# block 1

Figure 1. Clock wiring as the flow saved it (block 1).
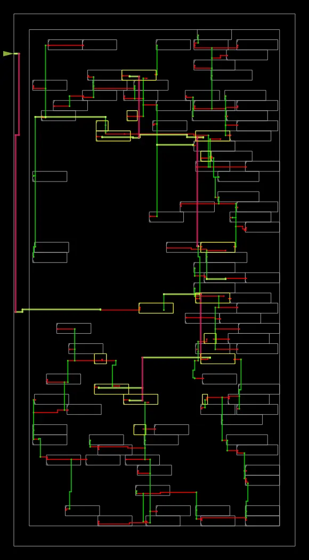

==> src/rtl/fx2_host_emu.sv <==
// -----------------------------------------------------------------------------
// fx2_host_emu
//
// Stands in for the host PC and the FX2 slave-FIFO endpoints (EP6OUT / EP8IN).
// A comm_fpga-based design can then be driven in simulation or in on-chip
// loopback without a USB link.
//
// A channel command arrives on the request port and goes out to the DUT as
// the comm_fpga byte stream: a header byte {read, chan[6:0]}, a 32-bit
// big-endian length, and then the payload for writes. For reads, the bytes
// the DUT writes to EP8IN are buffered and returned on the rd* stream port.
//
// Ports
//   clk_in, reset_in           single clock; asynchronous active-low reset
//   cmdValid_in / cmdReady_out command handshake (ready only in IDLE)
//   cmdRead_in, cmdChan_in,    command fields: direction, channel, byte count
//   cmdLength_in
//   wrData_in / wrValid_in /   write payload stream into the emulator
//   wrReady_out
//   rdData_out / rdValid_out / read payload stream out of the emulator
//   rdReady_in
//   busy_out                   a command is in progress
//   protoErr_out               sticky: DUT wrote while no room was offered
//   commit_out                 one-cycle pulse per accepted fx2PktEnd_in
//   fx2*                       FX2 slave-FIFO side facing the DUT
// -----------------------------------------------------------------------------
module fx2_host_emu #(
  parameter int IN_DEPTH = 4  // IN buffer capacity in bytes; power of two, 2..16
) (
  input  logic        clk_in,
  input  logic        reset_in,
  // Command request port
  input  logic        cmdValid_in,
  output logic        cmdReady_out,
  input  logic        cmdRead_in,
  input  logic [6:0]  cmdChan_in,
  input  logic [31:0] cmdLength_in,
  // Write payload stream
  input  logic [7:0]  wrData_in,
  input  logic        wrValid_in,
  output logic        wrReady_out,
  // Read payload stream
  output logic [7:0]  rdData_out,
  output logic        rdValid_out,
  input  logic        rdReady_in,
  // Status
  output logic        busy_out,
  output logic        protoErr_out,
  output logic        commit_out,
  // FX2 slave-FIFO interface towards the DUT
  input  logic        fx2FifoSel_in,
  output logic [7:0]  fx2Data_out,
  input  logic [7:0]  fx2Data_in,
  input  logic        fx2Read_in,
  output logic        fx2GotData_out,
  input  logic        fx2Write_in,
  output logic        fx2GotRoom_out,
  input  logic        fx2PktEnd_in
);

  localparam int PTR_W = $clog2(IN_DEPTH);
  localparam int CNT_W = PTR_W + 1;
  localparam logic [CNT_W-1:0] DEPTH_CNT = CNT_W'(IN_DEPTH);
  localparam logic [CNT_W-1:0] ONE_CNT   = CNT_W'(1);
  localparam logic [PTR_W-1:0] ONE_PTR   = PTR_W'(1);

  typedef enum logic [1:0] {
    IDLE,   // waiting for a command
    HDR,    // header byte and four length bytes going out on EP6OUT
    WDATA,  // write payload going out on EP6OUT
    RDATA   // read payload coming back on EP8IN
  } stateType;

  stateType state, stateNext;

  // Low while reset is asserted. It rises on the first edge after release,
  // so cmdReady_out cannot be high during reset even though state is IDLE.
  logic rstDone;

  // OUT holding register: the one byte currently offered to the DUT.
  logic [7:0] outReg;
  logic       outValid;

  logic [2:0]  hdrIdx;     // header bytes already consumed by the DUT
  logic        isRead;     // direction of the current command
  // Holds the full command length through HDR, so the length bytes can be
  // read from it. After that it counts the payload bytes still to move.
  // The channel needs no storage of its own because it goes out in the
  // header byte loaded at acceptance.
  logic [31:0] remaining;

  // IN buffer: a small circular FIFO of bytes written by the DUT.
  logic [7:0]       inMem [IN_DEPTH];
  logic [PTR_W-1:0] wrPtr, rdPtr;
  logic [CNT_W-1:0] bufCount;

  logic protoErr;
  logic commit;

  // Handshake qualifiers
  logic outConsume;  // DUT reads the OUT byte on this edge
  logic inCapture;   // DUT writes an IN byte on this edge
  logic inPop;       // host side pops a read byte on this edge
  logic wrAccept;    // a payload byte enters the holding register
  logic badWrite;    // write strobe with no room offered

  assign fx2Data_out    = outReg;
  assign fx2GotData_out = outValid & ~fx2FifoSel_in;
  assign busy_out       = (state != IDLE);
  assign protoErr_out   = protoErr;
  assign commit_out     = commit;
  assign rdValid_out    = (bufCount != '0);
  assign rdData_out     = inMem[rdPtr];

  // A read strobe with nothing offered falls out here and is ignored.
  assign outConsume = ~fx2Read_in & ~fx2FifoSel_in & fx2GotData_out;
  assign inCapture  = ~fx2Write_in & fx2FifoSel_in & fx2GotRoom_out;
  assign inPop      = rdValid_out & rdReady_in;
  assign wrAccept   = wrValid_in & wrReady_out;
  assign badWrite   = ~fx2Write_in & ~fx2GotRoom_out;

  // ---------------------------------------------------------------------------
  // State register
  // ---------------------------------------------------------------------------
  // NOTE: sequential state uses non-blocking (<=) assignments only, so every
  // register samples pre-edge values no matter what order the blocks run in.
  always_ff @(posedge clk_in or negedge reset_in) begin
    if (!reset_in) begin
      state <= IDLE;
    end else begin
      state <= stateNext;
    end
  end

  // ---------------------------------------------------------------------------
  // Next-state and handshake outputs
  // ---------------------------------------------------------------------------
  // NOTE: every signal driven here gets a default first. Otherwise a path
  // through the case that does not assign it would infer a latch.
  always_comb begin
    stateNext      = state;
    cmdReady_out   = 1'b0;
    wrReady_out    = 1'b0;
    fx2GotRoom_out = 1'b0;

    unique case (state)
      IDLE: begin
        cmdReady_out = rstDone;
        if (cmdValid_in && rstDone) begin
          stateNext = HDR;
        end
      end

      HDR: begin
        // The fifth consumption is the last length byte.
        if (outConsume && (hdrIdx == 3'd4)) begin
          if (remaining == 32'd0) begin
            stateNext = IDLE;
          end else if (isRead) begin
            stateNext = RDATA;
          end else begin
            stateNext = WDATA;
          end
        end
      end

      WDATA: begin
        // Refill in the same cycle the DUT drains the register, so a DUT
        // that reads continuously sees no bubble.
        wrReady_out = (remaining != 32'd0) & (~outValid | outConsume);
        // When remaining is 0 the register holds the final payload byte.
        if (outConsume && (remaining == 32'd0)) begin
          stateNext = IDLE;
        end
      end

      RDATA: begin
        // Room comes from the registered count only. A pop in this cycle
        // does not open space until the next cycle.
        fx2GotRoom_out = fx2FifoSel_in & (bufCount < DEPTH_CNT) & (remaining != 32'd0);
        if ((remaining == 32'd0) && (bufCount == '0)) begin
          stateNext = IDLE;
        end
      end

      default: stateNext = IDLE;
    endcase
  end

  // ---------------------------------------------------------------------------
  // Datapath: OUT holding register, counters, IN buffer pointers, flags
  // ---------------------------------------------------------------------------
  always_ff @(posedge clk_in or negedge reset_in) begin
    if (!reset_in) begin
      rstDone   <= 1'b0;
      outReg    <= 8'h00;
      outValid  <= 1'b0;
      hdrIdx    <= 3'd0;
      isRead    <= 1'b0;
      remaining <= 32'd0;
      wrPtr     <= '0;
      rdPtr     <= '0;
      bufCount  <= '0;
      protoErr  <= 1'b0;
      commit    <= 1'b0;
    end else begin
      rstDone <= 1'b1;
      commit  <= ~fx2PktEnd_in & fx2FifoSel_in;
      if (badWrite) begin
        protoErr <= 1'b1;
      end

      unique case (state)
        IDLE: begin
          if (cmdValid_in && cmdReady_out) begin
            outReg    <= {cmdRead_in, cmdChan_in};
            outValid  <= 1'b1;
            hdrIdx    <= 3'd0;
            isRead    <= cmdRead_in;
            remaining <= cmdLength_in;
          end
        end

        HDR: begin
          if (outConsume) begin
            hdrIdx <= hdrIdx + 3'd1;
            unique case (hdrIdx)
              3'd0:    outReg <= remaining[31:24];
              3'd1:    outReg <= remaining[23:16];
              3'd2:    outReg <= remaining[15:8];
              3'd3:    outReg <= remaining[7:0];
              default: outValid <= 1'b0;
            endcase
          end
        end

        WDATA: begin
          if (wrAccept) begin
            outReg    <= wrData_in;
            outValid  <= 1'b1;
            remaining <= remaining - 32'd1;
          end else if (outConsume) begin
            outValid <= 1'b0;
          end
        end

        RDATA: begin
          if (inCapture) begin
            remaining <= remaining - 32'd1;
          end
        end

        default: ;
      endcase

      if (inCapture) begin
        wrPtr <= wrPtr + ONE_PTR;
      end
      if (inPop) begin
        rdPtr <= rdPtr + ONE_PTR;
      end
      unique case ({inCapture, inPop})
        2'b10:   bufCount <= bufCount + ONE_CNT;
        2'b01:   bufCount <= bufCount - ONE_CNT;
        default: ;  // idle, or capture and pop together
      endcase
    end
  end

  // NOTE: the buffer storage has no reset. The pointers and the count decide
  // what is valid, so clearing the contents would buy nothing, and it would
  // stop the array from mapping onto distributed RAM.
  always_ff @(posedge clk_in) begin
    if (inCapture) begin
      inMem[wrPtr] <= fx2Data_in;
    end
  end

endmodule

==> config.mk <==
export PLATFORM = sky130hd
export DESIGN_NAME = fx2_host_emu
export DESIGN_NICKNAME = d
export VERILOG_FILES = /design/src/rtl/fx2_host_emu.sv
export SDC_FILE = /design/constraint.sdc
export NUM_CORES = 1
export LEC_CHECK = 0
export ABC_AREA = 1
export CAP_MARGIN = 20
export CORE_ASPECT_RATIO = 2
export CORE_MARGIN = 4
export CORE_UTILIZATION = 62
export DETAILED_ROUTE_END_ITERATION = 8
export DONT_BUFFER_PORTS = 1
export HOLD_SLACK_MARGIN = 0.12
export PLACE_DENSITY = 0.75
export SKIP_CTS_REPAIR_TIMING = 1
export SYNTH_ARGS = -nofsm -noshare
export SYNTH_HDL_FRONTEND = slang
export SYNTH_SLANG_ARGS = --single-unit
==> constraint.sdc <==
create_clock -name clk_in -period 6.5 [get_ports clk_in]
set_input_delay 1.3 -clock clk_in [delete_from_list [all_inputs] [get_ports clk_in]]
set_output_delay 1.3 -clock clk_in [all_outputs]
set_load 0.01 [all_outputs]
# block 2

$ cat src/rtl/icache_pkg.sv
// Shared definitions for the set-associative instruction cache: controller state
// encodings, geometry helpers and the tree-PLRU update/victim functions.
package icache_pkg;

  localparam logic [1:0] ST_READY = 2'd0;
  localparam logic [1:0] ST_MISS  = 2'd1;
  localparam logic [1:0] ST_FLUSH = 2'd2;

  localparam int LINE_W = 128;

  function automatic int tag_width(input int addr_w, input int set_w);
    return addr_w - 2 - set_w;
  endfunction

  function automatic int way_width(input int ways);
    return (ways > 1) ? $clog2(ways) : 1;
  endfunction

  // Each bit points away from the most recent access; b0 picks the pair.
  function automatic logic [2:0] plru_update(input logic [2:0] st, input logic [1:0] way,
                                              input int ways);
    logic [2:0] nx;
    nx = st;
    if (ways == 2) begin
      nx[0] = ~way[0];
    end else if (ways == 4) begin
      nx[0] = ~way[1];
      if (way[1]) nx[2] = ~way[0];
      else        nx[1] = ~way[0];
    end else begin
      nx = 3'b000;
    end
    return nx;
  endfunction

  function automatic logic [1:0] plru_victim(input logic [2:0] st, input int ways);
    logic [1:0] v;
    if (ways == 2)      v = {1'b0, st[0]};
    else if (ways == 4) v = st[0] ? {1'b1, st[2]} : {1'b0, st[1]};
    else                v = 2'b00;
    return v;
  endfunction

endpackage

$ cat src/rtl/icache_plru.sv
// Per-set tree-PLRU replacement state with update, victim lookup and clear ports.
module icache_plru
  import icache_pkg::*;
#(
  parameter int SET_W = 2,
  parameter int WAYS  = 2,
  parameter int WAY_W = way_width(WAYS)
) (
  input  logic             clk,
  input  logic             rst_n,
  input  logic             i_upd_en,
  input  logic [SET_W-1:0] i_upd_set,
  input  logic [WAY_W-1:0] i_upd_way,
  input  logic [SET_W-1:0] i_vic_set,
  output logic [WAY_W-1:0] o_vic_way,
  input  logic             i_clr_en,
  input  logic [SET_W-1:0] i_clr_set
);

  localparam int SETS = 1 << SET_W;

  logic [2:0] r_plru [SETS];

  always_ff @(posedge clk or negedge rst_n) begin
    if (!rst_n) begin
      for (int s = 0; s < SETS; s++) r_plru[s] <= 3'b000;
    end else if (i_clr_en) begin
      r_plru[i_clr_set] <= 3'b000;
    end else if (i_upd_en) begin
      r_plru[i_upd_set] <= plru_update(r_plru[i_upd_set], 2'(i_upd_way), WAYS);
    end
  end

  assign o_vic_way = WAY_W'(plru_victim(r_plru[i_vic_set], WAYS));

endmodule

$ cat src/rtl/cache_i_assoc.sv
// Read-only N-way set-associative instruction cache: 4-word line refill per miss,
// PLRU replacement, fence.i flush sweep and saturating hit/miss counters.
module cache_i_assoc
  import icache_pkg::*;
#(
  parameter int ADDR_W = 30,
  parameter int SET_W  = 2,
  parameter int WAYS   = 2,
  parameter int CNT_W  = 32
) (
  input  logic              clk,
  input  logic              proc_reset_n,
  input  logic              proc_read,
  input  logic              proc_write,
  input  logic [ADDR_W-1:0] proc_addr,
  input  logic [31:0]       proc_wdata,
  input  logic              proc_flush,
  input  logic              cnt_clr,
  output logic [31:0]       proc_rdata,
  output logic              proc_stall,
  output logic              mem_read,
  output logic              mem_write,
  output logic [ADDR_W-3:0] mem_addr,
  output logic [127:0]      mem_wdata,
  input  logic [127:0]      mem_rdata,
  input  logic              mem_ready,
  output logic [CNT_W-1:0]  hit_cnt,
  output logic [CNT_W-1:0]  miss_cnt
);

  localparam int TAG_W = tag_width(ADDR_W, SET_W);
  localparam int SETS  = 1 << SET_W;
  localparam int WAY_W = way_width(WAYS);

  if (!(WAYS == 1 || WAYS == 2 || WAYS == 4)) begin : g_bad_ways
    $error("cache_i_assoc: WAYS must be 1, 2 or 4");
  end

  logic [LINE_W-1:0] r_data  [SETS][WAYS];
  logic [TAG_W-1:0]  r_tag   [SETS][WAYS];
  logic [WAYS-1:0]   r_valid [SETS];
  logic [1:0]        r_state;
  logic              r_pend;
  logic [SET_W-1:0]  r_flush_set;
  logic              r_mem_read;
  logic [ADDR_W-3:0] r_mem_addr;
  logic [CNT_W-1:0]  r_hit_cnt;
  logic [CNT_W-1:0]  r_miss_cnt;

  logic [SET_W-1:0]  w_set, w_rf_set;
  logic [TAG_W-1:0]  w_tag, w_rf_tag;
  logic [WAYS-1:0]   w_match;
  logic              w_hit, w_hit_upd, w_miss_start, w_refill;
  logic [WAY_W-1:0]  w_hit_way, w_vic, w_plru_vic;
  logic [LINE_W-1:0] w_line;
  logic              w_unused;

  assign w_set    = proc_addr[SET_W+1:2];
  assign w_tag    = proc_addr[ADDR_W-1:SET_W+2];
  assign w_rf_set = r_mem_addr[SET_W-1:0];
  assign w_rf_tag = r_mem_addr[ADDR_W-3:SET_W];
  assign w_unused = ^{proc_write, proc_wdata};

  // Tag lookup in the indexed set; tags are unique so at most one way matches.
  always_comb begin
    w_hit_way = {WAY_W{1'b0}};
    for (int w = 0; w < WAYS; w++) begin
      w_match[w] = r_valid[w_set][w] && (r_tag[w_set][w] == w_tag);
      w_hit_way  = w_match[w] ? WAY_W'(w) : w_hit_way;
    end
    w_hit = proc_read && (|w_match);
  end

  assign w_line     = r_data[w_set][w_hit_way];
  assign proc_rdata = w_hit ? w_line[{proc_addr[1:0], 5'b00000} +: 32] : 32'h0;

  // Refill victim: lowest-index invalid way, otherwise the PLRU choice.
  always_comb begin
    w_vic = w_plru_vic;
    for (int w = WAYS - 1; w >= 0; w--) begin
      w_vic = !r_valid[w_rf_set][w] ? WAY_W'(w) : w_vic;
    end
  end

  assign w_hit_upd    = (r_state == ST_READY) && w_hit;
  assign w_miss_start = (r_state == ST_READY) && proc_read && !w_hit && !r_pend && !proc_flush;
  assign w_refill     = (r_state == ST_MISS) && mem_ready;
  assign proc_stall   = (r_state == ST_READY) ? ((proc_read && !w_hit) || r_pend) : 1'b1;

  icache_plru #(.SET_W(SET_W), .WAYS(WAYS), .WAY_W(WAY_W)) u_plru (
    .clk       (clk),
    .rst_n     (proc_reset_n),
    .i_upd_en  (w_hit_upd || w_refill),
    .i_upd_set (w_refill ? w_rf_set : w_set),
    .i_upd_way (w_refill ? w_vic : w_hit_way),
    .i_vic_set (w_rf_set),
    .o_vic_way (w_plru_vic),
    .i_clr_en  (r_state == ST_FLUSH),
    .i_clr_set (r_flush_set)
  );

  always_ff @(posedge clk or negedge proc_reset_n) begin
    if (!proc_reset_n) begin
      r_state     <= ST_READY;
      r_pend      <= 1'b0;
      r_flush_set <= {SET_W{1'b0}};
      r_mem_read  <= 1'b0;
      r_mem_addr  <= {(ADDR_W-2){1'b0}};
      for (int s = 0; s < SETS; s++) r_valid[s] <= {WAYS{1'b0}};
    end else begin
      case (r_state)
        ST_READY: begin
          if (proc_flush || r_pend) begin
            r_state     <= ST_FLUSH;
            r_flush_set <= {SET_W{1'b0}};
            r_pend      <= 1'b0;
          end else if (w_miss_start) begin
            r_state    <= ST_MISS;
            r_mem_read <= 1'b1;
            r_mem_addr <= proc_addr[ADDR_W-1:2];
          end
        end
        ST_MISS: begin
          // A flush seen during the refill waits until the line is installed.
          if (mem_ready) begin
            r_mem_read                <= 1'b0;
            r_valid[w_rf_set][w_vic]  <= 1'b1;
            r_state                   <= (r_pend || proc_flush) ? ST_FLUSH : ST_READY;
            r_flush_set               <= {SET_W{1'b0}};
            r_pend                    <= 1'b0;
          end else if (proc_flush) begin
            r_pend <= 1'b1;
          end
        end
        ST_FLUSH: begin
          r_valid[r_flush_set] <= {WAYS{1'b0}};
          r_flush_set          <= r_flush_set + 1'b1;
          if (r_flush_set == SET_W'(SETS - 1)) r_state <= ST_READY;
        end
        default: r_state <= ST_READY;
      endcase
    end
  end

  // Line payload and tag storage carry no reset; validity gates their use.
  always_ff @(posedge clk) begin
    if (w_refill) begin
      r_data[w_rf_set][w_vic] <= mem_rdata;
      r_tag[w_rf_set][w_vic]  <= w_rf_tag;
    end
  end

  always_ff @(posedge clk or negedge proc_reset_n) begin
    if (!proc_reset_n) begin
      r_hit_cnt  <= {CNT_W{1'b0}};
      r_miss_cnt <= {CNT_W{1'b0}};
    end else if (cnt_clr) begin
      r_hit_cnt  <= {CNT_W{1'b0}};
      r_miss_cnt <= {CNT_W{1'b0}};
    end else begin
      if (w_hit_upd && (r_hit_cnt != {CNT_W{1'b1}}))     r_hit_cnt  <= r_hit_cnt + 1'b1;
      if (w_miss_start && (r_miss_cnt != {CNT_W{1'b1}})) r_miss_cnt <= r_miss_cnt + 1'b1;
    end
  end

  assign mem_read  = r_mem_read;
  assign mem_addr  = r_mem_addr;
  assign mem_write = 1'b0;
  assign mem_wdata = 128'h0;
  assign hit_cnt   = r_hit_cnt;
  assign miss_cnt  = r_miss_cnt;

endmodule

$ cat config.mk
export PLATFORM = sky130hd
export DESIGN_NAME = cache_i_assoc
export DESIGN_NICKNAME = d
export VERILOG_FILES = /design/src/rtl/icache_pkg.sv /design/src/rtl/icache_plru.sv /design/src/rtl/cache_i_assoc.sv
export SDC_FILE = /design/constraint.sdc
export NUM_CORES = 1
export LEC_CHECK = 0
export CORE_MARGIN = 2
export CORE_UTILIZATION = 44
export CTS_CLUSTER_DIAMETER = 100
export DETAILED_ROUTE_END_ITERATION = 7
export PLACE_DENSITY_LB_ADDON = 0.25
export SLEW_MARGIN = 0
export SYNTH_ARGS = -nofsm -noshare
export SYNTH_HDL_FRONTEND = slang
export SYNTH_SLANG_ARGS = --single-unit
$ cat constraint.sdc
create_clock -name clk -period 46.6 [get_ports clk]
set_input_delay 4.66 -clock clk [delete_from_list [all_inputs] [get_ports clk]]
set_output_delay 4.66 -clock clk [all_outputs]
set_load 0.03 [all_outputs]
# block 3

===== src/rtl/expmod_uart_ctrl.sv =====
// Byte-framed request controller between the 8-bit UART pair and the exponent_modulus engine.
// Opcode 0x01 loads and stores a key; opcode 0x02 reuses the stored key.
module expmod_uart_ctrl #(
    parameter int unsigned MSG_WIDTH      = 16,
    parameter int unsigned KEY_WIDTH      = 32,
    parameter int unsigned TIMEOUT_CYCLES = 1_000_000
) (
    input  logic                 clk_in,
    input  logic                 rst_in,
    input  logic [7:0]           rx_byte_in,
    input  logic                 rx_valid_in,
    output logic [7:0]           tx_byte_out,
    output logic                 tx_trigger_out,
    input  logic                 tx_busy_in,
    output logic                 expmod_ready_out,
    output logic [MSG_WIDTH-1:0] expmod_value_out,
    output logic [KEY_WIDTH-1:0] expmod_exponent_out,
    output logic [KEY_WIDTH-1:0] expmod_modulus_out,
    input  logic [KEY_WIDTH-1:0] expmod_result_in,
    input  logic                 expmod_busy_in,
    input  logic                 expmod_valid_in,
    output logic                 key_loaded_out,
    output logic                 busy_out,
    output logic [7:0]           err_count_out
);

    localparam int unsigned SrW       = 2 * KEY_WIDTH + MSG_WIDTH;
    localparam int unsigned LoadBytes = SrW / 8;
    localparam int unsigned UseBytes  = MSG_WIDTH / 8;
    localparam int unsigned CntW      = $clog2(LoadBytes + 1);
    localparam int unsigned TxBytes   = KEY_WIDTH / 8 + 1;
    localparam int unsigned TxW       = $clog2(TxBytes + 1);
    localparam int unsigned TmoW      = $clog2(TIMEOUT_CYCLES + 1);

    localparam logic [7:0] OpLoad      = 8'h01;
    localparam logic [7:0] OpUse       = 8'h02;
    localparam logic [7:0] StatOk      = 8'h00;
    localparam logic [7:0] StatBadOp   = 8'hE0;
    localparam logic [7:0] StatNoKey   = 8'hE1;
    localparam logic [7:0] StatZeroMod = 8'hE2;

    typedef enum logic [2:0] {
        StIdle,
        StRxArgs,
        StLaunch,
        StWaitEngine,
        StTxStatus,
        StTxData
    } state_e;

    state_e                state_q;
    logic                  load_op_q;
    logic [CntW-1:0]       rx_left_q;
    logic [TmoW-1:0]       tmo_q;
    logic [SrW-1:0]        sr_q;
    logic [SrW-1:0]        sr_next;
    logic [KEY_WIDTH+7:0]  tx_sr_q;
    logic [TxW-1:0]        tx_left_q;
    logic                  trig_prev_q;
    logic [KEY_WIDTH-1:0]  key_mod_q;
    logic [KEY_WIDTH-1:0]  key_exp_q;
    logic                  key_loaded_q;
    logic [7:0]            err_q;
    logic                  ready_q;
    logic [MSG_WIDTH-1:0]  value_q;
    logic [KEY_WIDTH-1:0]  exp_q;
    logic [KEY_WIDTH-1:0]  mod_q;
    logic                  tx_fire;
    logic                  unused_engine_busy;

    // Launch timing is fixed relative to the last operand byte, so engine busy is not consulted.
    assign unused_engine_busy = expmod_busy_in;

    always_comb begin
        sr_next = {sr_q[SrW-9:0], rx_byte_in};
    end

    assign tx_fire = ((state_q == StTxStatus) || (state_q == StTxData)) &&
                     (tx_left_q != '0) && !tx_busy_in && !trig_prev_q;

    assign tx_byte_out         = tx_sr_q[KEY_WIDTH +: 8];
    assign tx_trigger_out      = tx_fire;
    assign expmod_ready_out    = ready_q;
    assign expmod_value_out    = value_q;
    assign expmod_exponent_out = exp_q;
    assign expmod_modulus_out  = mod_q;
    assign key_loaded_out      = key_loaded_q;
    assign busy_out            = (state_q != StIdle);
    assign err_count_out       = err_q;

    function automatic logic [7:0] sat_inc(input logic [7:0] v);
        return (v == 8'hFF) ? v : v + 8'd1;
    endfunction

    always_ff @(posedge clk_in or negedge rst_in) begin
        if (!rst_in) begin
            state_q      <= StIdle;
            load_op_q    <= 1'b0;
            rx_left_q    <= '0;
            tmo_q        <= '0;
            sr_q         <= '0;
            tx_sr_q      <= '0;
            tx_left_q    <= '0;
            trig_prev_q  <= 1'b0;
            key_mod_q    <= '0;
            key_exp_q    <= '0;
            key_loaded_q <= 1'b0;
            err_q        <= '0;
            ready_q      <= 1'b0;
            value_q      <= '0;
            exp_q        <= '0;
            mod_q        <= '0;
        end else begin
            ready_q     <= 1'b0;
            trig_prev_q <= tx_fire;
            case (state_q)
                StIdle: begin
                    if (rx_valid_in) begin
                        if ((rx_byte_in == OpLoad) || (rx_byte_in == OpUse)) begin
                            load_op_q <= (rx_byte_in == OpLoad);
                            rx_left_q <= (rx_byte_in == OpLoad) ? CntW'(LoadBytes)
                                                                : CntW'(UseBytes);
                            tmo_q     <= '0;
                            sr_q      <= '0;
                            state_q   <= StRxArgs;
                        end else begin
                            tx_sr_q   <= {StatBadOp, {KEY_WIDTH{1'b0}}};
                            tx_left_q <= TxW'(1);
                            err_q     <= sat_inc(err_q);
                            state_q   <= StTxStatus;
                        end
                    end
                end
                StRxArgs: begin
                    // A byte landing on the expiry cycle is swallowed by the timeout.
                    if (tmo_q == TmoW'(TIMEOUT_CYCLES - 1)) begin
                        err_q   <= sat_inc(err_q);
                        state_q <= StIdle;
                    end else if (rx_valid_in) begin
                        sr_q      <= sr_next;
                        tmo_q     <= '0;
                        rx_left_q <= rx_left_q - CntW'(1);
                        if (rx_left_q == CntW'(1)) begin
                            if (load_op_q && (sr_next[SrW-1 -: KEY_WIDTH] == '0)) begin
                                tx_sr_q   <= {StatZeroMod, {KEY_WIDTH{1'b0}}};
                                tx_left_q <= TxW'(1);
                                err_q     <= sat_inc(err_q);
                                state_q   <= StTxStatus;
                            end else if (!load_op_q && !key_loaded_q) begin
                                tx_sr_q   <= {StatNoKey, {KEY_WIDTH{1'b0}}};
                                tx_left_q <= TxW'(1);
                                err_q     <= sat_inc(err_q);
                                state_q   <= StTxStatus;
                            end else begin
                                value_q <= sr_next[MSG_WIDTH-1:0];
                                exp_q   <= load_op_q ? sr_next[MSG_WIDTH +: KEY_WIDTH] : key_exp_q;
                                mod_q   <= load_op_q ? sr_next[SrW-1 -: KEY_WIDTH] : key_mod_q;
                                ready_q <= 1'b1;
                                state_q <= StLaunch;
                            end
                        end
                    end else begin
                        tmo_q <= tmo_q + TmoW'(1);
                    end
                end
                StLaunch: begin
                    if (load_op_q) begin
                        key_mod_q    <= mod_q;
                        key_exp_q    <= exp_q;
                        key_loaded_q <= 1'b1;
                    end
                    if (rx_valid_in) err_q <= sat_inc(err_q);
                    state_q <= StWaitEngine;
                end
                StWaitEngine: begin
                    if (rx_valid_in) err_q <= sat_inc(err_q);
                    if (expmod_valid_in) begin
                        tx_sr_q   <= {StatOk, expmod_result_in};
                        tx_left_q <= TxW'(TxBytes);
                        state_q   <= StTxStatus;
                    end
                end
                StTxStatus, StTxData: begin
                    if (rx_valid_in) err_q <= sat_inc(err_q);
                    if (tx_fire) begin
                        tx_sr_q   <= {tx_sr_q[KEY_WIDTH-1:0], 8'h00};
                        tx_left_q <= tx_left_q - TxW'(1);
                        state_q   <= StTxData;
                    end else if ((tx_left_q == '0) && !trig_prev_q && !tx_busy_in) begin
                        state_q <= StIdle;
                    end
                end
                default: state_q <= StIdle;
            endcase
        end
    end

endmodule


===== config.mk =====
export PLATFORM = sky130hd
export DESIGN_NAME = expmod_uart_ctrl
export DESIGN_NICKNAME = d
export VERILOG_FILES = /design/src/rtl/expmod_uart_ctrl.sv
export SDC_FILE = /design/constraint.sdc
export NUM_CORES = 1
export LEC_CHECK = 0
export CAP_MARGIN = 10
export CORE_ASPECT_RATIO = 0.7
export CORE_UTILIZATION = 35
export CTS_BUF_LIST = sky130_fd_sc_hd__clkbuf_8
export DETAILED_ROUTE_END_ITERATION = 12
export SETUP_SLACK_MARGIN = 0.3
export SYNTH_ARGS = -nofsm -noshare
export SYNTH_HDL_FRONTEND = slang
export SYNTH_SLANG_ARGS = --single-unit

===== constraint.sdc =====
create_clock -name clk_in -period 2.16 [get_ports clk_in]
set_input_delay 0.324 -clock clk_in [delete_from_list [all_inputs] [get_ports clk_in]]
set_output_delay 0.324 -clock clk_in [all_outputs]
set_load 0.02 [all_outputs]

# block 4

## src/rtl/a_ctrl_stim_ram_64.sv

```systemverilog
// rtl/a_ctrl_stim_ram_64.sv - stimulus RAM read controller with 2-entry prefetch buffer
//
// Walks the stimulus RAM from address 0 to a programmable last address and keeps
// a two-word prefetch buffer in front of the stimulus generator. The head of the
// buffer is always presented on stimu_o. One-shot or looping playback.
//
// Ports:
//   clk_ref        reference clock, all logic on the rising edge
//   rst            synchronous reset, active-high
//   start_i        1-cycle pulse: latch last_addr_i/loop_i, flush, restart at address 0
//   last_addr_i    last RAM address played (inclusive)
//   loop_i         1: wrap to 0 after last address, 0: stop after last address
//   r_incr_i       generator consumed the current stimu_o word
//   ram_en_o       RAM read enable
//   ram_addr_o     RAM read address
//   ram_data_i     RAM read data, valid the cycle after ram_en_o
//   stimu_o        head word of the prefetch buffer
//   stimu_valid_o  stimu_o holds a valid word
//   done_o         one-shot playback complete
//   underrun_o     sticky: r_incr_i seen while the buffer was empty

module a_ctrl_stim_ram_64 #(
    parameter int ADDR_W = 13,
    parameter int DEPTH  = 2 ** ADDR_W,
    parameter int DATA_W = 64
) (
    input  logic              clk_ref,
    input  logic              rst,
    input  logic              start_i,
    input  logic [ADDR_W-1:0] last_addr_i,
    input  logic              loop_i,
    input  logic              r_incr_i,
    output logic              ram_en_o,
    output logic [ADDR_W-1:0] ram_addr_o,
    input  logic [DATA_W-1:0] ram_data_i,
    output logic [DATA_W-1:0] stimu_o,
    output logic              stimu_valid_o,
    output logic              done_o,
    output logic              underrun_o
);

    typedef enum logic [1:0] {
        IDLE  = 2'd0,
        RUN   = 2'd1,
        DRAIN = 2'd2,
        DONE  = 2'd3
    } state_t;

    state_t              state_q;
    state_t              state_d;
    logic [ADDR_W-1:0]   addr_q;
    logic [ADDR_W-1:0]   last_addr_q;
    logic                loop_q;
    logic [1:0]          count_q;
    // inflight_q marks that ram_data_i carries the word for a read issued last cycle
    logic                inflight_q;
    logic [DATA_W-1:0]   buf0_q;
    logic [DATA_W-1:0]   buf1_q;
    logic                underrun_q;

    logic                pop;
    logic [2:0]          occ;
    logic                issue;
    logic                at_last;
    logic [ADDR_W-1:0]   addr_nxt;

    always_comb begin
        pop      = 1'b0;
        occ      = 3'd0;
        issue    = 1'b0;
        at_last  = 1'b0;
        addr_nxt = '0;

        pop     = r_incr_i && (count_q != 2'd0);
        // Words held plus word in flight, less the one leaving this cycle, must
        // leave room for the read we are about to issue.
        occ     = {1'b0, count_q} + {2'b00, inflight_q} - {2'b00, pop};
        issue   = (state_q == RUN) && (occ < 3'd2);
        at_last = (addr_q == last_addr_q);
        if (at_last || (addr_q == ADDR_W'(DEPTH - 1))) begin
            addr_nxt = '0;
        end else begin
            addr_nxt = addr_q + 1'b1;
        end
    end

    always_comb begin
        state_d = state_q;
        case (state_q)
            IDLE:  state_d = IDLE;
            RUN:   if (issue && at_last && !loop_q) state_d = DRAIN;
            DRAIN: if ((count_q == 2'd0) && !inflight_q) state_d = DONE;
            DONE:  state_d = DONE;
            default: state_d = IDLE;
        endcase
        if (start_i) begin
            state_d = RUN;
        end
    end

    always_ff @(posedge clk_ref) begin
        if (rst) begin
            state_q     <= IDLE;
            addr_q      <= '0;
            last_addr_q <= '0;
            loop_q      <= 1'b0;
            count_q     <= 2'd0;
            inflight_q  <= 1'b0;
            buf0_q      <= '0;
            buf1_q      <= '0;
            underrun_q  <= 1'b0;
        end else if (start_i) begin
            // Restart: a read still in flight is dropped by clearing inflight_q.
            state_q     <= state_d;
            addr_q      <= '0;
            last_addr_q <= last_addr_i;
            loop_q      <= loop_i;
            count_q     <= 2'd0;
            inflight_q  <= 1'b0;
            buf0_q      <= '0;
            buf1_q      <= '0;
            underrun_q  <= 1'b0;
        end else begin
            state_q    <= state_d;
            inflight_q <= issue;
            if (issue) begin
                addr_q <= addr_nxt;
            end
            if (r_incr_i && (count_q == 2'd0)) begin
                underrun_q <= 1'b1;
            end
            case ({pop, inflight_q})
                2'b11: begin
                    // Capture and pop together: occupancy unchanged, head advances.
                    if (count_q == 2'd1) begin
                        buf0_q <= ram_data_i;
                    end else begin
                        buf0_q <= buf1_q;
                        buf1_q <= ram_data_i;
                    end
                end
                2'b10: begin
                    buf0_q  <= buf1_q;
                    count_q <= count_q - 2'd1;
                end
                2'b01: begin
                    if (count_q == 2'd0) begin
                        buf0_q <= ram_data_i;
                    end else begin
                        buf1_q <= ram_data_i;
                    end
                    count_q <= count_q + 2'd1;
                end
                default: begin
                end
            endcase
        end
    end

    assign ram_en_o      = issue;
    assign ram_addr_o    = addr_q;
    assign stimu_o       = buf0_q;
    assign stimu_valid_o = (count_q != 2'd0);
    assign done_o        = (state_q == DONE);
    assign underrun_o    = underrun_q;

endmodule

```

## config.mk

```make
export PLATFORM = sky130hd
export DESIGN_NAME = a_ctrl_stim_ram_64
export DESIGN_NICKNAME = d
export VERILOG_FILES = /design/src/rtl/a_ctrl_stim_ram_64.sv
export SDC_FILE = /design/constraint.sdc
export NUM_CORES = 1
export LEC_CHECK = 0
export CORE_ASPECT_RATIO = 1.5
export CORE_MARGIN = 2
export CORE_UTILIZATION = 51
export CTS_CLUSTER_SIZE = 16
export DETAILED_ROUTE_END_ITERATION = 16
export GPL_TIMING_DRIVEN = 0
export HOLD_SLACK_MARGIN = 0.12
export PLACE_DENSITY = 0.77
export SETUP_SLACK_MARGIN = 0.4
export SYNTH_ARGS = -nofsm -noshare
export SYNTH_HDL_FRONTEND = slang
export SYNTH_SLANG_ARGS = --single-unit
```

## constraint.sdc

```tcl
create_clock -name clk_ref -period 3.99 [get_ports clk_ref]
set_input_delay 0.5985 -clock clk_ref [delete_from_list [all_inputs] [get_ports clk_ref]]
set_output_delay 0.5985 -clock clk_ref [all_outputs]
set_load 0.02 [all_outputs]
```

Figure 2. Logic cells by family (block 3).
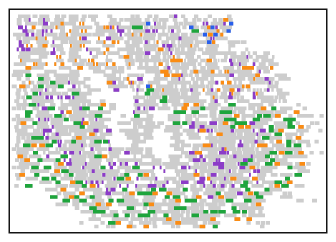
- green: mux cells (cells 146; most used mux2_4)
- purple: nand cells (cells 224; most used nand2_1; where widely spread)
- orange: nor cells (cells 169; most used nor2_4; where widely spread)
- blue: xor and xnor cells (cells 9; most used xor2_1)
combinational share of cell area: 33.71%
non-filler cells, final: 2091
most numerous logic cell after layout: dfrtp_1

==> metrics.yaml, block 3 <==
run_status:
  status: "finished, violations left"
  violations: "setup timing"
critical_path:
  critPathLaunch: "tmo_q[6]"
  crit_fanout: 5
power:
  comb_power_share_pct: 37.4
global_route:
  antenna_found_initial: 0
synth:
  topCombFamilyByArea: "simple AND/OR/NAND/NOR gates"
  netlist_instances: 1219
  async_flop_share_pct: 100.0
place:
  hpwl_microns: 22070
final_layout:
  syn_to_final_growth_pct: 62.54
  largest_reg_flops: 72
timing:
  fin_ws_ns: -0.1690
  finalCriticalPeriod_ns: 2.329
  setup_viol: 218
die:
  fp_util_pct: 35.97
block 3: worst max-delay path, cell delays in order (launching register included):
cell       delay [ns]
dfrtp_1          0.41
nor4b_4          0.33
nand4_1          0.19
buf_4            0.19
o21a_4           0.21
o21ai_4          0.16
buf_12           0.14
buf_12           0.12
buf_12           0.12
buf_12           0.12
clkbuf_16        0.14
nand2_2          0.05
o21ai_1          0.07
block 3: power groups by stage:
stage	logic [mW]	registers, mW	clock network, mW
CTS	5.87	6.62	5.05
finish	6.92	6.68	4.91
global route	7.41	6.75	5.33
floorplan	2.60	6.65	0
detailed placement	4.01	6.71	0
global placement	3.95	6.70	0
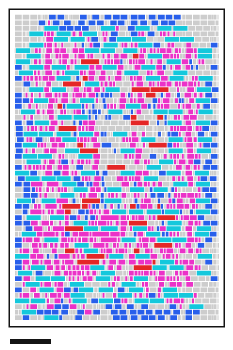
Figure 3: block 4, cell classes on the final placement.
Bar = 20 microns. Fill, decap, tap and diode cells in gray.
- red: clock drivers and dummy loads (cells 32; share of their area 5.8%)
- magenta: remaining logic cells (cells 660; share of their area 41%)
- blue: remaining buffers and delay cells (cells 249; share of their area 20%)
- cyan: sequential cells (cells 161; share of their area 32%)
Design Area, Final: 10210 sq um
Core Area: 14930 sq um
Final Core Density: 68.36%

==> metrics.yaml, block 4 <==
synth:
  synth.most_common_cell: "dfxtp_1"
  synthTopCellsByCount: "dfxtp_1, nand2_1, a21oi_1"
  topCombFamilyByArea: "AND-OR/OR-AND gates"
  syn_nets: 994
  synthSimpleGateAreaFrac_pct: 15.13
  xor_area_share_pct: 1.933
  async_flop_share_pct: 0
place:
  port_buffers: 160
critical_path:
  arrival_ns: 2.91
  critPathMaxStageDelay_ns: 0.56
  worst-setup-path-type: "in2out"
  end_kind: "primary output"
  worstPathRequired_ns: 3.39
final_layout:
  inverters: 7
  layout-drive-gt1-share_pct: 9.891
  final_cells: 1301
  lay_top_cells: "dfxtp_1, clkdlybuf4s50_1, nand2_1"
  clk_share_pct: 5.662
global_route:
  busiest_layer: "met2"
  gr-total-overflow: 0
  track_usage_pct: 27.15
routing:
  drt_pass1_iterations: 4
  via_count: 7441
  wl_per_cell_microns: 16.81
  postRouteAntennaNets: 0
power:
  comb_power_share_pct: 14.0
  clkPwrFrac_pct: 42.4
timing:
  hold_viol: 0
  slew_headroom_pct: 60.81
  finClkSkew_ns: 0.009634
die:
  chipArea_sq_um: 16120
  die_h_microns: 154.5
  num_io_pins: 163
hold_path:
  hold_start: "buf1_q[54]"
clock_tree:
  root_buffer: "clkbuf_16"
  clk_pin_slew_ns: 0.07
run_status:
  status: "completed"
[block 4: power groups by stage]
stage / registers, mW / logic (mW) / clock network [mW]
3_3_place_gp: 1.68 / 0.497 / 0
5_1_grt: 1.65 / 0.569 / 1.69
6_report: 1.64 / 0.528 / 1.60
4_1_cts: 1.65 / 0.520 / 1.61
3_5_place_dp: 1.68 / 0.504 / 0
2_1_floorplan: 1.69 / 0.283 / 0
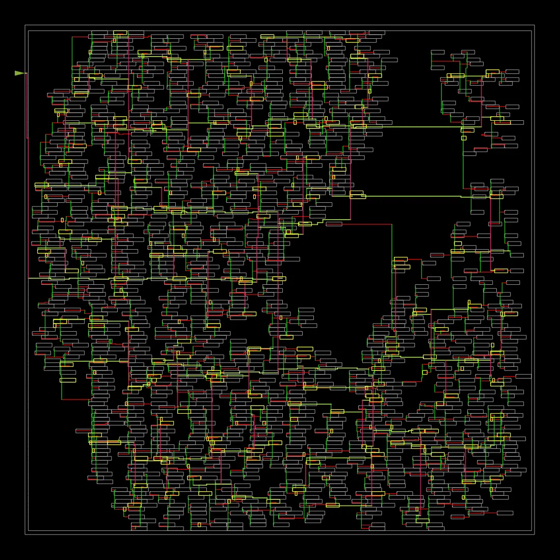
Figure 4: block 2, clock wiring as the flow saved it.
Worst Clk Skew: 0.01878 ns
clk latency late pin: 0.74 ns

==> metrics.yaml, block 2 <==
run_status:
  status: "completed"
routing:
  drt_pass1_iterations: 8
  drtIter0Drc: 2639
clock_tree:
  root_buffer: "clkbuf_16"
  cts_tree: "done"
  cts.repair.resized: 0
  cts_buffers: 140
  cts_hold_buf: 0
timing:
  setup_viol: 0
  tightest_slew_ns: 1.120
  worst_hold_slack_ns: 0.4793
  clock.fmax_ghz: 0.06266
final_layout:
  layout_top_cell: "edfxtp_1"
  layout-drive-gt1-share_pct: 19.81
  largestRegisters: "r_data x1024, r_tag x208"
  syn_to_final_growth_pct: 16.30
place:
  place.gp.congestion: 0.8105
synth:
  xor_area_share_pct: 1.035
  async_flop_share_pct: 8.197
  topCellsByArea: "edfxtp_1, mux4_2, dfrtp_1"
  syn_area_sq_um: 54170
  yosysTopAreaCell: "edfxtp_1"
  ys_sh_aoi_pct: 2.811
  netlist_instances: 2738
  top_area_share_pct: 68.30
  synth.distinct_cells: 70
  synth-edff-count: 1232
die:
  num_io_pins: 452
  die_w_microns: 354.9
critical_path:
  end_kind: "primary output"
  arrival_ns: 11.30
  critPathMaxStageDelay_ns: 0.84
power:
  power_switching_mw: 0.6046
  power_density_nw_per_um2: 42.60
  p_clk_mw: 1.09
global_route:
  gr-total-overflow: 0
## block 2: worst max-delay path by stage
stage	from	endpoint	slack, ns	depth (start not counted)
floorplan	mem_ready	r_data[0][0]	25.99	3
finish	proc_addr[3]	proc_rdata[0]	30.64	13
CTS	proc_addr[3]	proc_rdata[0]	30.43	13
detailed placement	proc_addr[3]	proc_rdata[0]	30.48	13
global placement	proc_addr[3]	proc_rdata[0]	30.51	13
global route	proc_addr[3]	proc_rdata[0]	30.23	13
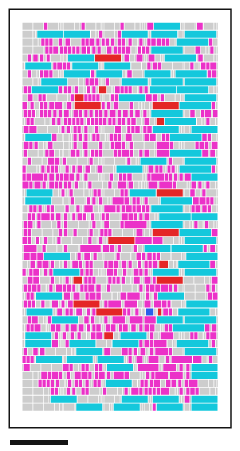
Figure 5: block 1, cell classes on the final placement.
Bar = 20 microns. Fill, decap, tap and diode cells in gray.
- red: clock drivers and dummy loads (cells 16; share of their area 4.8%)
- blue: remaining buffers and delay cells (cells 1; share of their area 0.13%)
- cyan: sequential cells (cells 89; share of their area 41%)
- magenta: remaining logic cells (cells 662; share of their area 54%)

Notes on Figure 1 above:
CTS sink count: 89
# clk buffers: 10

==> metrics.yaml, block 1 <==
final_layout:
  clk_share_pct: 4.713
  n_fill_cell: 855
  largest_class: "combinational gates"
  nets: 845
  seq_cell_count: 89
global_route:
  grt_pass1_wl_microns: 25140
  track_usage_pct: 31.44
  grt_max_degree: 58
clock_tree:
  cts_tree: "done"
routing:
  wl_per_cell_microns: 18.70
  drt_pass1_iterations: 7
synth:
  ys_sh_aoi_pct: 9.242
  synth-seq-cells: 89
  syn_area_per_cell_sq_um: 7.256
  yosysWarnings: 0
timing:
  fin_ws_ns: 3.004
  tightest_slew_ns: 0.8156
  worst_hold_slack_ns: 0.4993
  tns_ns: 0
hold_path:
  hold_depth: 1
place:
  hpwl_microns: 12460
power:
  power_leakage_nw: 2.785
run_status:
  status: "completed"
run:
  tool_warnings: 36
critical_path:
  worstPathRequired_ns: 5.20
  worst-setup-path-type: "in2out"
==> block 1: flip-flops by register name, summed over array words and instances (netlist names) <==
signal,cells
bufCount,3
commit_out,1
fx2Data_out,8
hdrIdx,3
inMem,32
isRead,1
outValid,1
protoErr_out,1
rdPtr,2
remaining,32
rstDone,1
state,2
wrPtr,2
==> block 1: per-layer routing <==
layer	GRT usage (%)	part of all wire (%)
met1	31.12	32
met2	56.63	55
met3	4.651	5.6
met4	21.94	7.4
met5	0	0
==> block 1: report_power, final <==
part	switching, mW	total [mW]	internal [mW]
combinational	1.10	1.59	0.486
sequential	0.259	1.02	0.757
clock	0.230	0.493	0.263


==> screenshots <==
Met2 routing.
(a)
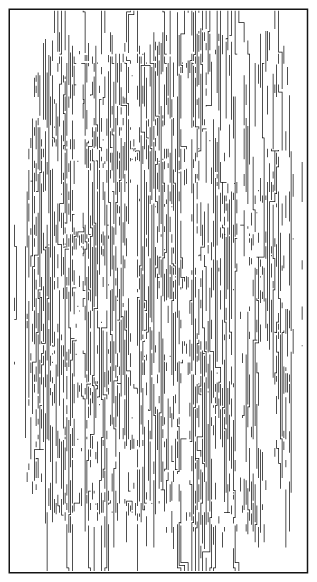
(b)
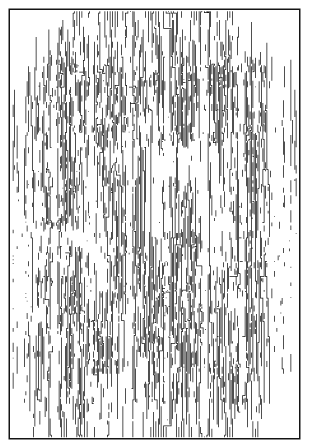
(c)
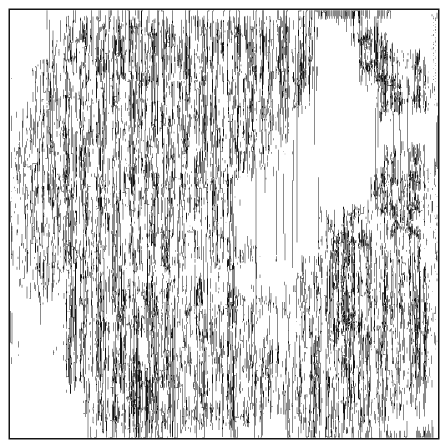
(d)
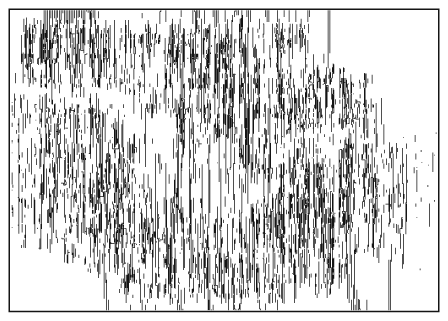
(d): block 3
(a): block 1
(c): block 2
(b): block 4


==> gallery <==
Sizing map.
image #1
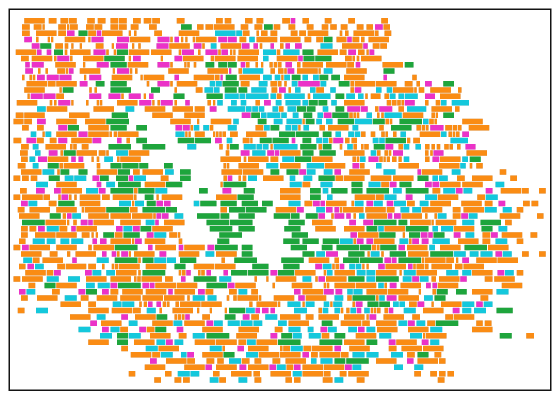
image #2
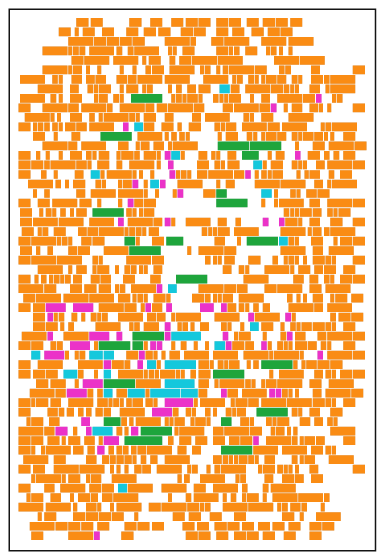
image #3
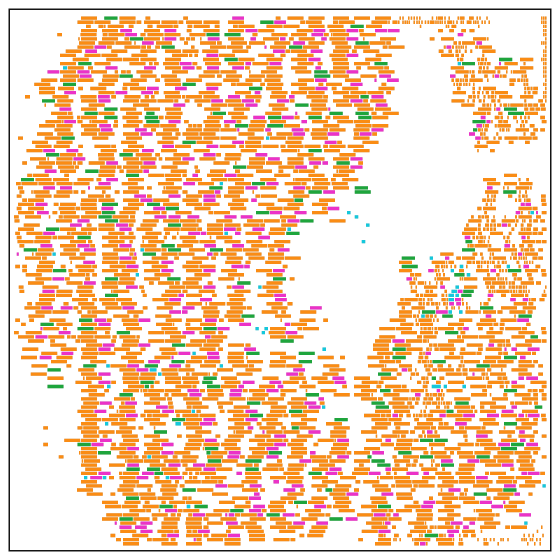
image #4
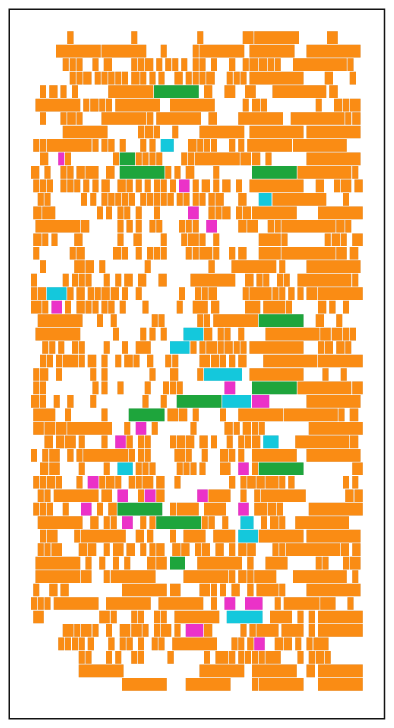
- fewest cells: image #4
image #4: block 1
image #2: block 4
image #1: block 3
image #3: block 2

Power figures rest on the tool's default switching activity, not on a simulated workload.
